==================== srcnt_driver
==> srcnt_driver/gates.png <==
(4 px per um)
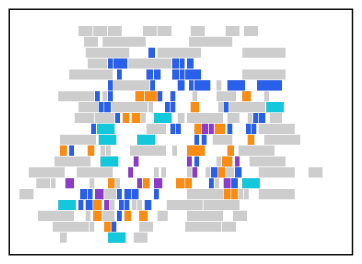

**src/rtl/srcnt_driver.sv**
```systemverilog
// srcnt_driver
// Serialises one WIDTH-bit word into a counterflow shift chain, MSB first.
// Each bit gets one slot of T_SETUP+T_HOLD cycles. In that slot:
//   - din pulses at the start of the slot when the bit is 1;
//   - clkin pulses T_SETUP cycles later whether the bit is 0 or 1.
// Rising edges on clkout_ret, returning from the far end of the chain, are
// counted while busy. At the end of the transfer, err reports whether the
// number of returned clocks was something other than WIDTH.
//
// Ports
//   clk         in   single clock, rising edge
//   rst_n       in   asynchronous active-low reset
//   load_valid  in   word offered
//   load_data   in   [WIDTH] word to shift, sampled on accept
//   load_ready  out  high only while idle
//   din         out  data pulse to the chain input (registered)
//   clkin       out  shift-clock pulse to the chain clock input (registered)
//   clkout_ret  in   clock pulse returning from the far end of the chain
//   busy        out  high while slots are running or returns are drained
//   done        out  one-cycle end-of-transfer pulse
//   err         out  valid with done; returned clock count != WIDTH
`timescale 1ns/1ps
module srcnt_driver #(
  parameter int WIDTH       = 8,
  parameter int T_SETUP     = 8,
  parameter int T_HOLD      = 4,
  parameter int PULSE_W     = 2,
  parameter int RET_TIMEOUT = 16
) (
  input  logic             clk,
  input  logic             rst_n,
  input  logic             load_valid,
  input  logic [WIDTH-1:0] load_data,
  output logic             load_ready,
  output logic             din,
  output logic             clkin,
  input  logic             clkout_ret,
  output logic             busy,
  output logic             done,
  output logic             err
);

  localparam int S   = T_SETUP + T_HOLD;
  localparam int SCW = $clog2(S + 1);
  localparam int BW  = (WIDTH > 1) ? $clog2(WIDTH) : 1;
  localparam int CW  = $clog2(WIDTH) + 1;
  localparam int DCW = (RET_TIMEOUT > 1) ? $clog2(RET_TIMEOUT) : 1;

  typedef enum logic [1:0] {
    IDLE  = 2'd0,
    SLOT  = 2'd1,
    DRAIN = 2'd2,
    DONE  = 2'd3
  } state_e;

  state_e           state_q;
  logic [SCW-1:0]   slot_q, slot_d;
  logic [BW-1:0]    bit_q, bit_d, bit_sel;
  logic [CW-1:0]    ret_q, ret_d;
  logic [DCW-1:0]   drain_q;
  logic             hit_q;
  logic             ret_prev_q;
  logic             din_q, clkin_q, done_q, err_q;
  logic [WIDTH-1:0] data_q;

  logic accept, ret_rise, slot_end, last_slot, din_d, clkin_d;

  // din/clkin are registered, so the values for the next cycle are
  // computed from the next slot position (slot_d, bit_d).
  always_comb begin
    accept    = load_valid && (state_q == IDLE);
    ret_rise  = clkout_ret && !ret_prev_q;
    slot_end  = (slot_q == SCW'(S - 1));
    last_slot = (bit_q == BW'(WIDTH - 1));
    slot_d    = slot_end ? '0 : slot_q + 1'b1;
    bit_d     = slot_end ? bit_q + 1'b1 : bit_q;
    bit_sel   = BW'(WIDTH - 1) - bit_d;
    din_d     = (slot_d < SCW'(PULSE_W)) && data_q[bit_sel];
    clkin_d   = (slot_d >= SCW'(T_SETUP)) && (slot_d < SCW'(T_SETUP + PULSE_W));
    ret_d     = ret_q;
    // Saturating count of returned edges; only meaningful while busy.
    if ((state_q == SLOT || state_q == DRAIN) && ret_rise && (ret_q != '1))
      ret_d = ret_q + 1'b1;
  end

  always_ff @(posedge clk or negedge rst_n) begin
    if (!rst_n) begin
      state_q    <= IDLE;
      slot_q     <= '0;
      bit_q      <= '0;
      ret_q      <= '0;
      drain_q    <= '0;
      hit_q      <= 1'b0;
      ret_prev_q <= 1'b0;
      din_q      <= 1'b0;
      clkin_q    <= 1'b0;
      done_q     <= 1'b0;
      err_q      <= 1'b0;
    end else begin
      ret_prev_q <= clkout_ret;
      din_q      <= 1'b0;
      clkin_q    <= 1'b0;
      done_q     <= 1'b0;
      err_q      <= 1'b0;
      // The count-reached flag lags the counter by one cycle. This keeps
      // DRAIN open one extra cycle after the WIDTH-th edge, so a closely
      // following split or doubled pulse is still counted and flagged.
      hit_q      <= ((state_q == SLOT) || (state_q == DRAIN)) && (ret_q == CW'(WIDTH));
      case (state_q)
        IDLE: begin
          if (accept) begin
            state_q <= SLOT;
            slot_q  <= '0;
            bit_q   <= '0;
            ret_q   <= '0;
            drain_q <= '0;
            din_q   <= load_data[WIDTH-1];
          end
        end
        SLOT: begin
          slot_q <= slot_d;
          bit_q  <= bit_d;
          ret_q  <= ret_d;
          if (slot_end && last_slot) begin
            state_q <= DRAIN;
          end else begin
            din_q   <= din_d;
            clkin_q <= clkin_d;
          end
        end
        DRAIN: begin
          ret_q   <= ret_d;
          drain_q <= drain_q + 1'b1;
          if (hit_q || (drain_q == DCW'(RET_TIMEOUT - 1))) begin
            state_q <= DONE;
            done_q  <= 1'b1;
            err_q   <= (ret_d != CW'(WIDTH));
          end
        end
        DONE:    state_q <= IDLE;
        default: state_q <= IDLE;
      endcase
    end
  end

  // Word storage carries no control meaning, so it is not reset.
  always_ff @(posedge clk) begin
    if (accept) data_q <= load_data;
  end

  assign load_ready = (state_q == IDLE);
  assign busy       = (state_q == SLOT) || (state_q == DRAIN);
  assign din        = din_q;
  assign clkin      = clkin_q;
  assign done       = done_q;
  assign err        = err_q;

endmodule
```
**config.mk**
```make
export PLATFORM = sky130hd
export DESIGN_NAME = srcnt_driver
export DESIGN_NICKNAME = d
export VERILOG_FILES = /design/src/rtl/srcnt_driver.sv
export SDC_FILE = /design/constraint.sdc
export NUM_CORES = 1
export LEC_CHECK = 0
export ABC_AREA = 1
export CORE_ASPECT_RATIO = 0.7
export CORE_MARGIN = 2
export CORE_UTILIZATION = 34
export DETAILED_ROUTE_END_ITERATION = 8
export SETUP_SLACK_MARGIN = 0.5
export SLEW_MARGIN = 20
export SYNTH_ARGS = -nofsm -noshare
export SYNTH_HDL_FRONTEND = slang
export SYNTH_SLANG_ARGS = --single-unit
```
**constraint.sdc**
```tcl
create_clock -name clk -period 3.6 [get_ports clk]
set_input_delay 0.36 -clock clk [delete_from_list [all_inputs] [get_ports clk]]
set_output_delay 0.36 -clock clk [all_outputs]
set_load 0.005 [all_outputs]
```
==================== and_gate
**src/rtl/and_gate.sv**
```systemverilog
// Bitwise 2-input AND cell with a clocked observer:
// registered copy, per-bit rise pulses and saturating activity counters.
module and_gate #(
   parameter int WIDTH = 1,
   parameter int CNT_W = 16
) (
   input  logic             clk,
   input  logic             rst,
   input  logic [WIDTH-1:0] A,
   input  logic [WIDTH-1:0] B,
   input  logic             en,
   input  logic             clr,
   output logic [WIDTH-1:0] C,
   output logic [WIDTH-1:0] C_q,
   output logic [WIDTH-1:0] c_rise,
   output logic [CNT_W-1:0] hi_cnt,
   output logic [CNT_W-1:0] chg_cnt
);

   localparam logic [CNT_W-1:0] CNT_ONE = {{(CNT_W-1){1'b0}}, 1'b1};

   logic [WIDTH-1:0] r_cq;
   logic [WIDTH-1:0] r_rise;
   logic [CNT_W-1:0] r_hi;
   logic [CNT_W-1:0] r_chg;

   logic [WIDTH-1:0] w_c;
   logic             w_all_hi;
   logic             w_changed;
   logic             w_hi_sat;
   logic             w_chg_sat;

   // Core gate: pure combinational, independent of clock and reset
   always_comb begin
      w_c = A & B;
   end

   // Observer conditions derived from the live output and its registered copy
   always_comb begin
      w_all_hi  = &w_c;
      w_changed = (w_c != r_cq);
      w_hi_sat  = &r_hi;
      w_chg_sat = &r_chg;
   end

   // Registered copy of C and rising-edge pulses, frozen while en is low
   always_ff @(posedge clk) begin
      if (rst) begin
         r_cq   <= '0;
         r_rise <= '0;
      end else if (en) begin
         r_cq   <= w_c;
         r_rise <= w_c & ~r_cq;
      end
   end

   // All-ones counter: clr beats increment, saturates instead of wrapping
   always_ff @(posedge clk) begin
      if (rst) begin
         r_hi <= '0;
      end else if (clr) begin
         r_hi <= '0;
      end else if (en && w_all_hi && !w_hi_sat) begin
         r_hi <= r_hi + CNT_ONE;
      end
   end

   // Change counter: counts cycles where C differs from its registered copy
   always_ff @(posedge clk) begin
      if (rst) begin
         r_chg <= '0;
      end else if (clr) begin
         r_chg <= '0;
      end else if (en && w_changed && !w_chg_sat) begin
         r_chg <= r_chg + CNT_ONE;
      end
   end

   assign C       = w_c;
   assign C_q     = r_cq;
   assign c_rise  = r_rise;
   assign hi_cnt  = r_hi;
   assign chg_cnt = r_chg;

endmodule

```
**config.mk**
```make
export PLATFORM = sky130hd
export DESIGN_NAME = and_gate
export DESIGN_NICKNAME = d
export VERILOG_FILES = /design/src/rtl/and_gate.sv
export SDC_FILE = /design/constraint.sdc
export NUM_CORES = 1
export LEC_CHECK = 0
export CAP_MARGIN = 20
export CORE_ASPECT_RATIO = 1.1
export CORE_MARGIN = 10
export CORE_UTILIZATION = 43
export CTS_CLUSTER_SIZE = 20
export DETAILED_ROUTE_END_ITERATION = 6
export DONT_BUFFER_PORTS = 1
export PLACE_DENSITY_LB_ADDON = 0.1
export SYNTH_ARGS = -nofsm -noshare
export SYNTH_HDL_FRONTEND = slang
export SYNTH_SLANG_ARGS = --single-unit
```
**constraint.sdc**
```tcl
create_clock -name clk -period 2.64 [get_ports clk]
set_clock_uncertainty 0.2 [all_clocks]
set_input_delay 0.528 -clock clk [delete_from_list [all_inputs] [get_ports clk]]
set_output_delay 0.528 -clock clk [all_outputs]
set_load 0.02 [all_outputs]
```
==================== pgr_uart_tx_stream
<file path="src/rtl/pgr_uart_tx_stream.sv">
// -----------------------------------------------------------------------------
// pgr_uart_tx_stream
//
// UART transmitter fed by a valid/ready byte stream. Bytes taken from upstream
// land in a one-entry holding register; the frame engine pulls from it at the
// start of each frame and again at the final stop boundary. Back-to-back
// frames therefore leave no idle gap on the line.
//
// Frame on txd: start(0), data[0..7] LSB first, optional parity, 1 or 2 stop(1).
//
// Parameters:
//   CLK_DIV   - clk cycles per bit period (2..65535)
//   PARITY    - "NONE", "EVEN" or "ODD"
//   STOP_BITS - 1 or 2
//
// Ports:
//   clk           - system clock, rising edge
//   rst           - asynchronous active-high reset
//   data_in_valid - upstream byte valid
//   data_in       - upstream byte
//   data_in_ready - holding register empty; byte taken on valid & ready
//   txd           - registered serial output, idles high
//   tx_busy       - registered; frame in progress or byte held
// -----------------------------------------------------------------------------
module pgr_uart_tx_stream #(
  parameter int unsigned CLK_DIV   = 868,
  parameter string       PARITY    = "NONE",
  parameter int unsigned STOP_BITS = 1
) (
  input  logic       clk,
  input  logic       rst,
  input  logic       data_in_valid,
  input  logic [7:0] data_in,
  output logic       data_in_ready,
  output logic       txd,
  output logic       tx_busy
);

  // ---------------------------------------------------------------------------
  // Elaboration-time parameter checks
  // ---------------------------------------------------------------------------
  if (CLK_DIV < 2 || CLK_DIV > 65535) begin : g_bad_clk_div
    $error("pgr_uart_tx_stream: CLK_DIV must be in 2..65535");
  end
  if (STOP_BITS != 1 && STOP_BITS != 2) begin : g_bad_stop_bits
    $error("pgr_uart_tx_stream: STOP_BITS must be 1 or 2");
  end
  if (PARITY != "NONE" && PARITY != "EVEN" && PARITY != "ODD") begin : g_bad_parity
    $error("pgr_uart_tx_stream: PARITY must be NONE, EVEN or ODD");
  end

  localparam logic [15:0] BaudLast = 16'(CLK_DIV - 1);
  localparam bit          ParEn    = (PARITY != "NONE");
  localparam bit          ParOdd   = (PARITY == "ODD");
  // Value of stop_q on the last stop bit.
  localparam logic        StopLast = (STOP_BITS == 2);

  typedef enum logic [2:0] {
    StIdle,
    StStart,
    StData,
    StParity,
    StStop
  } state_e;

  state_e      state_q, state_d;
  logic [15:0] baud_q, baud_d;
  logic [2:0]  bit_q, bit_d;
  logic        stop_q, stop_d;
  logic [7:0]  shift_q, shift_d;
  logic        par_q, par_d;
  logic [7:0]  hold_q, hold_d;
  logic        hold_vld_q, hold_vld_d;
  logic        txd_q, txd_d;
  logic        busy_q, busy_d;

  logic        baud_done;
  logic        accept;
  logic        load;

  assign baud_done     = (baud_q == BaudLast);
  // Ready depends only on the holding register, so accept and load never
  // coincide: load needs hold_vld_q=1, accept needs it 0.
  assign data_in_ready = ~hold_vld_q;
  assign accept        = data_in_valid & ~hold_vld_q;

  assign txd     = txd_q;
  assign tx_busy = busy_q;

  // ---------------------------------------------------------------------------
  // FSM: state register
  // ---------------------------------------------------------------------------
  always_ff @(posedge clk or posedge rst) begin
    if (rst) begin
      state_q <= StIdle;
    end else begin
      state_q <= state_d;
    end
  end

  // ---------------------------------------------------------------------------
  // FSM: next state and frame counters
  // ---------------------------------------------------------------------------
  always_comb begin
    state_d = state_q;
    baud_d  = baud_q;
    bit_d   = bit_q;
    stop_d  = stop_q;
    shift_d = shift_q;
    par_d   = par_q;
    load    = 1'b0;

    unique case (state_q)
      StIdle: begin
        if (hold_vld_q) begin
          load = 1'b1;
        end
      end

      StStart: begin
        if (baud_done) begin
          state_d = StData;
          bit_d   = 3'd0;
          baud_d  = 16'd0;
        end else begin
          baud_d = baud_q + 16'd1;
        end
      end

      StData: begin
        if (baud_done) begin
          baud_d  = 16'd0;
          shift_d = {1'b0, shift_q[7:1]};
          if (bit_q == 3'd7) begin
            state_d = ParEn ? StParity : StStop;
            stop_d  = 1'b0;
          end else begin
            bit_d = bit_q + 3'd1;
          end
        end else begin
          baud_d = baud_q + 16'd1;
        end
      end

      StParity: begin
        if (baud_done) begin
          state_d = StStop;
          stop_d  = 1'b0;
          baud_d  = 16'd0;
        end else begin
          baud_d = baud_q + 16'd1;
        end
      end

      StStop: begin
        if (baud_done) begin
          baud_d = 16'd0;
          if (stop_q == StopLast) begin
            // Final stop boundary: chain straight into the next frame if a
            // byte is waiting, otherwise go quiet.
            if (hold_vld_q) begin
              load = 1'b1;
            end else begin
              state_d = StIdle;
            end
          end else begin
            stop_d = 1'b1;
          end
        end else begin
          baud_d = baud_q + 16'd1;
        end
      end

      default: begin
        state_d = StIdle;
        baud_d  = 16'd0;
      end
    endcase

    if (load) begin
      state_d = StStart;
      baud_d  = 16'd0;
      shift_d = hold_q;
      par_d   = ParOdd ? ~^hold_q : ^hold_q;
    end
  end

  // ---------------------------------------------------------------------------
  // FSM: outputs
  // ---------------------------------------------------------------------------
  always_comb begin
    txd_d = 1'b1;
    unique case (state_q)
      StIdle:   txd_d = 1'b1;
      StStart:  txd_d = 1'b0;
      StData:   txd_d = shift_q[0];
      StParity: txd_d = par_q;
      StStop:   txd_d = 1'b1;
      default:  txd_d = 1'b1;
    endcase
    busy_d = (state_d != StIdle) | hold_vld_d;
  end

  // ---------------------------------------------------------------------------
  // Holding register
  // ---------------------------------------------------------------------------
  always_comb begin
    hold_d     = hold_q;
    hold_vld_d = hold_vld_q;
    if (load) begin
      hold_vld_d = 1'b0;
    end else if (accept) begin
      hold_vld_d = 1'b1;
      hold_d     = data_in;
    end
  end

  // ---------------------------------------------------------------------------
  // Datapath and output registers
  // ---------------------------------------------------------------------------
  always_ff @(posedge clk or posedge rst) begin
    if (rst) begin
      baud_q     <= 16'd0;
      bit_q      <= 3'd0;
      stop_q     <= 1'b0;
      shift_q    <= 8'd0;
      par_q      <= 1'b0;
      hold_q     <= 8'd0;
      hold_vld_q <= 1'b0;
      txd_q      <= 1'b1;
      busy_q     <= 1'b0;
    end else begin
      baud_q     <= baud_d;
      bit_q      <= bit_d;
      stop_q     <= stop_d;
      shift_q    <= shift_d;
      par_q      <= par_d;
      hold_q     <= hold_d;
      hold_vld_q <= hold_vld_d;
      txd_q      <= txd_d;
      busy_q     <= busy_d;
    end
  end

endmodule

</file>
<file path="config.mk">
export PLATFORM = sky130hd
export DESIGN_NAME = pgr_uart_tx_stream
export DESIGN_NICKNAME = d
export VERILOG_FILES = /design/src/rtl/pgr_uart_tx_stream.sv
export SDC_FILE = /design/constraint.sdc
export NUM_CORES = 1
export LEC_CHECK = 0
export CAP_MARGIN = 20
export CORE_MARGIN = 1
export CORE_UTILIZATION = 55
export CTS_BUF_LIST = sky130_fd_sc_hd__clkbuf_2
export DETAILED_ROUTE_END_ITERATION = 7
export DONT_BUFFER_PORTS = 1
export HOLD_SLACK_MARGIN = 0.12
export PLACE_DENSITY = 0.7
export SLEW_MARGIN = 15
export SYNTH_ARGS = -nofsm -noshare
export SYNTH_HDL_FRONTEND = slang
export SYNTH_SLANG_ARGS = --single-unit
</file>
<file path="constraint.sdc">
create_clock -name clk -period 3.6 [get_ports clk]
set_clock_uncertainty 0.2 [all_clocks]
set_input_delay 0.72 -clock clk [delete_from_list [all_inputs] [get_ports clk]]
set_output_delay 0.72 -clock clk [all_outputs]
set_load 0.005 [all_outputs]
</file>
==> pgr_uart_tx_stream/gates.png <==
(6 px per um)
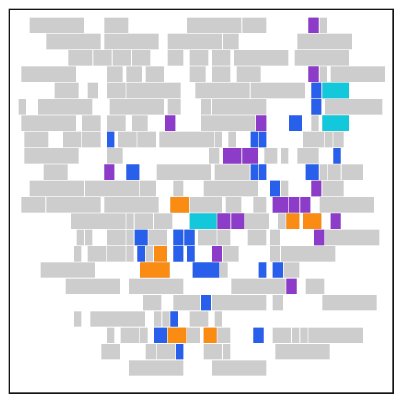
Orange is and/or cells, cells 7, most used and4_1. Cyan is fa/ha/maj cells, cells 3, most used ha_1. Purple is aoi and oai cells, cells 17, most used o21ai_0. Blue is nand cells, cells 26, most used nand2_1.
most numerous logic cell after layout: sky130_fd_sc_hd__dfrtp_1
multi-input gate share of total cell area: 45.2%
Finished Layout Cells: 244

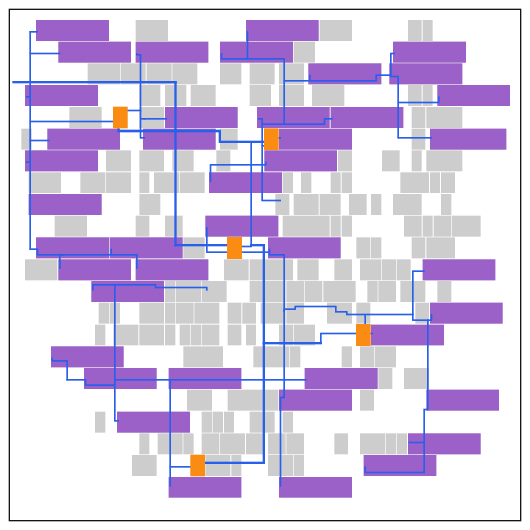
(pgr_uart_tx_stream/clock_wires.png)
(8 px per um)
Purple is flip-flops, count 42. Blue is clock wires, length 496 um. Orange is clock-net drivers, count 5.
Position of the flops: all over the die.
P_clk: 0.207 mW
relative contribution of the clock network to total power: 15.2%
clock insertion delay at the later pin of the skew report: 410 ps

==> impl_report.txt, pgr_uart_tx_stream <==
=== SYNTHESIS / PLACE & ROUTE SUMMARY ===
----------------------------------------------------
[Routing]
  Detailed Routing Iterations Pass 1 ........................ 5
  Count of unresolved DRC violations after routing ........................ 0

[Cells and area]
  Proportion of layout cells with a drive suffix above 1 ........................ 13.8%
  Non-Clock Buffer Area Fraction ........................ less than 1%
  Fillcell total ........................ 307
  Non-clock inverter count in the final layout ........................ 5
  Post-synthesis to final-layout area growth ........................ 2.98%
  Multi-Input Combinational ........................ between 100 and 150
  Number of flip-flops in the largest register ........................ 16
  Number of buffers other than clock buffers in the final layout ........................ 1

[Setup path]
  Stages on the worst setup path ........................ 6
  Slowest stage cell, crit path ........................ sky130_fd_sc_hd__a21oi_2
  Critical path startpoint ........................ baud_q[0]

[Run status]
  Result of the run ........................ completed

[Final timing]
  Post-route clock period utilization ........................ 72.3%
  Number of max-slew violations in the final report ........................ 0
  Unrepaired setup endpoints after global routing ........................ no
  Worst Max-Slew Pin Slew ........................ 867 ps

[Logic synthesis]
  Cell count listed in synth_stat.txt ........................ 195
  Dominant register cell ........................ sky130_fd_sc_hd__dfrtp_1
  Share of synthesized cell area in full adder, half adder and majority cells ........................ 1.79%
  Synth async-reset ratio ........................ 100%
  Simple Share, Synth ........................ a little under a fifth
  Syn avg cell area ........................ 10.8 sq um
  Netlist area before placement ........................ 2100 sq um
  Dominant cell by count in the synthesized netlist ........................ sky130_fd_sc_hd__dfrtp_1
  Number of distinct library cells after synthesis ........................ 47
  Cell taking the most area after synthesis ........................ sky130_fd_sc_hd__dfrtp_1

[Pwr]
  Overall power ........................ 1.36 mW
  Leakage Power ........................ 0.976 nW

[Run]
  Max-Cap Viols ........................ 0

[Clocking]
  Clock root buffer ........................ sky130_fd_sc_hd__clkbuf_2
  CTS H-Tree Depth ........................ 2

[Global route]
  Global-route wire length before repair ........................ approximately 6.6 mm
  Peak-usage layer in the global routing report ........................ met1
  Fraction of met2 tracks used by global routing ........................ a little over 30%

[Place]
  Detail Placement HPWL ........................ 2.68 mm

----------------------------------------------------
## pgr_uart_tx_stream: worst register-to-register path, stage by stage, from the launching register on
cell and delay [ps]:
sky130_fd_sc_hd__dfrtp_1 480, sky130_fd_sc_hd__ha_1 270, sky130_fd_sc_hd__and4_1 240, sky130_fd_sc_hd__nand4_2 320
sky130_fd_sc_hd__a21oi_2 590, sky130_fd_sc_hd__nor2_2 180, sky130_fd_sc_hd__a21o_1 220
## pgr_uart_tx_stream: power by group
group,total (mW),switching [mW],internal [mW]
Sequential,0.731,0.125,0.605
Combinational,0.421,0.187,0.234
Clock,0.207,0.155,0.0512
Total,1.36,0.468,0.890
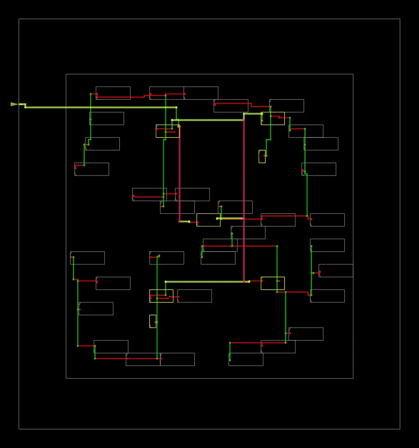
(and_gate/clock_nets.png)
Clock Sinks: 34
cts bufs inserted: 5

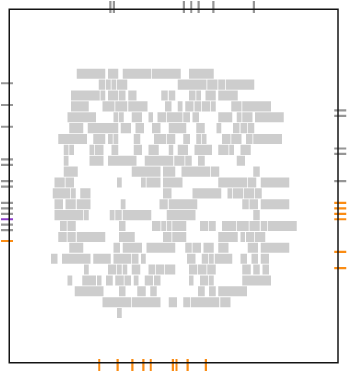
(and_gate/pinout.png)
(4 px per um) Pins as bars across the die edge, other pins in gray.
Purple is `C_q`, pins 1, direction output, edge left. Orange is `hi_cnt`, pins 16, direction output, edge 9 bottom, 6 right, 1 left.
All pins by edge: 14 left, 11 right, 9 bottom, 7 top.

==> impl_report.txt, and_gate <==
=== SYNTHESIS / PLACE & ROUTE SUMMARY ===
----------------------------------------------------
[Routing]
  Top Metal Used ........................ met4
  Wire per inst ........................ 17.5 um
  Length of routed met3 wiring ........................ 505 um

[Run status]
  Result of the run ........................ completed

[Logic synthesis]
  Cell count listed in synth_stat.txt ........................ 215
  Cell taking the most area after synthesis ........................ sky130_fd_sc_hd__dfxtp_1
  Syn avg cell area ........................ 8.41 sq um

[Clocking]
  Clock root buffer ........................ sky130_fd_sc_hd__clkbuf_8
  TritonCTS clock tree ........................ built
  Buffer levels on the longest clock path ........................ 2
  Resized Gates After CTS ........................ 0
  Clock transition at the register clock pins on the worst setup and hold paths after CTS ........................ around 60 ps

[Cells and area]
  Most numerous logic cell after layout ........................ sky130_fd_sc_hd__dfxtp_1

[Setup path]
  Critical Setup Path Class ........................ reg -> reg

[Final timing]
  Number of max-slew violations in the final report ........................ 0

----------------------------------------------------
and_gate: layout make-up:
cell class | instances | area (sq um)
Timing Repair Buffer | 7 | 52.6
Sequential cell | 34 | 681
Multi-Input combinational cell | 168 | 1070
Fill cell | 419 | 2050
Tap cell | 52 | 65.1
Clock buffer | 7 | 76.3
Inverter | 7 | 26.3
and_gate: power breakdown:
| group | total, mW | switching [mW] | internal [mW] |
|---|---|---|---|
| Sequential | 0.519 | 0.00405 | 0.515 |
| Combinational | 0.0325 | 0.0194 | 0.0131 |
| Clock | 0.360 | 0.178 | 0.181 |
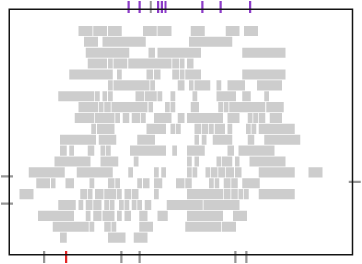
(srcnt_driver/pinout.png)
(4 px per um) Pins as bars across the die edge, other pins in gray.
Red is `rst_n`, pins 1, direction input, edge bottom. Purple is `load_data`, pins 8, direction input, edge top.
All pins by edge: 9 top, 6 bottom, 2 left, 1 right.
Die X: 85.4 um
tally of buffers added on design ports: 17

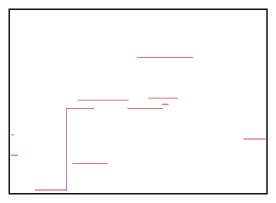
(srcnt_driver/layers.png)
(3 px per um) Only two layers are drawn.
Red is M3, wire length 98.7 um. Purple is M4, wire length 27.2 um.
vias post-DR: 1,211
routed wire length: 3.09 mm
gr usage total: 13.3%

Notes on srcnt_driver/gates.png above:
Orange is aoi and oai cells, cells 26, most used o22ai_1. Cyan is fa/ha/maj cells, cells 9, most used ha_1. Purple is nor cells, cells 13, most used nor2_1. Blue is nand cells, cells 58, most used nand2_1.
Finished Layout Cells: 250
most numerous logic cell after layout: sky130_fd_sc_hd__nand2_1

==> impl_report.txt, srcnt_driver <==
=== SYNTHESIS / PLACE & ROUTE SUMMARY ===
----------------------------------------------------
[Final timing]
  Final setup skew ........................ about 3.1 ps

[Cells and area]
  NumNets Final ........................ 215
  Combinational gate area ........................ 659 sq um
  Proportion of layout cells with a drive suffix above 1 ........................ 11.3%

[Run status]
  Result of the run ........................ completed

[Setup path]
  Stages on the worst setup path ........................ 3
  Cell breakdown of the critical path ........................ inv_1 > ha_1 > clkdlybuf4s50_1
  Highest net fanout along the worst path ........................ 4
  Critical path startpoint ........................ state_q[1]

[Routing]
  Detailed Routing Iterations Pass 1 ........................ 4
  Post-route antenna net violation count ........................ 0

[Place]
  Detail Placement HPWL ........................ between 2 and 2.5 mm

[Clocking]
  Clock root buffer ........................ sky130_fd_sc_hd__clkbuf_8
  Number of setup buffers added after CTS ........................ 0
  Clock transition at the register clock pins on the worst setup and hold paths after CTS ........................ 60 ps
  Number of hold buffers added after CTS ........................ 0
  TritonCTS clock tree ........................ built

[Die]
  Top-level I/O count ........................ 18

[Logic synthesis]
  Syn avg cell area ........................ just over 9 sq um
  Compound Share, Synth ........................ between 10% and 20%

[Pwr]
  Combinational logic power ........................ 0.678 mW
  Sequential group power ........................ 0.550 mW
  PD cells ........................ 796 nW/um^2
  Relative contribution of sequential cells to total power ........................ ~36%
  Worst ir drop on vdd ........................ between 0.2 and 0.3 mV

----------------------------------------------------
[srcnt_driver: per-stage QoR]
step / std cells / utilization [%] / total power [mW] / area (sq um)
CTS: 250 / 43.5 / 1.53 / 1920
floorplan: 170 / - / 1.03 / 1580
global placement: 242 / 41.3 / 1.23 / 1820
finish: 250 / 43.4 / 1.52 / 1910
detailed placement: 242 / 41.3 / 1.23 / 1820
global route: 250 / 43.4 / 1.66 / 1910
[srcnt_driver: per-layer routing]
layer	vias to the layer above	wire (um)
met5	-	0
met4	0	27
met3	2	98
met2	18	1190
met1	577	1770
li1	614	-

Power is estimated from default activity; no workload was simulated.
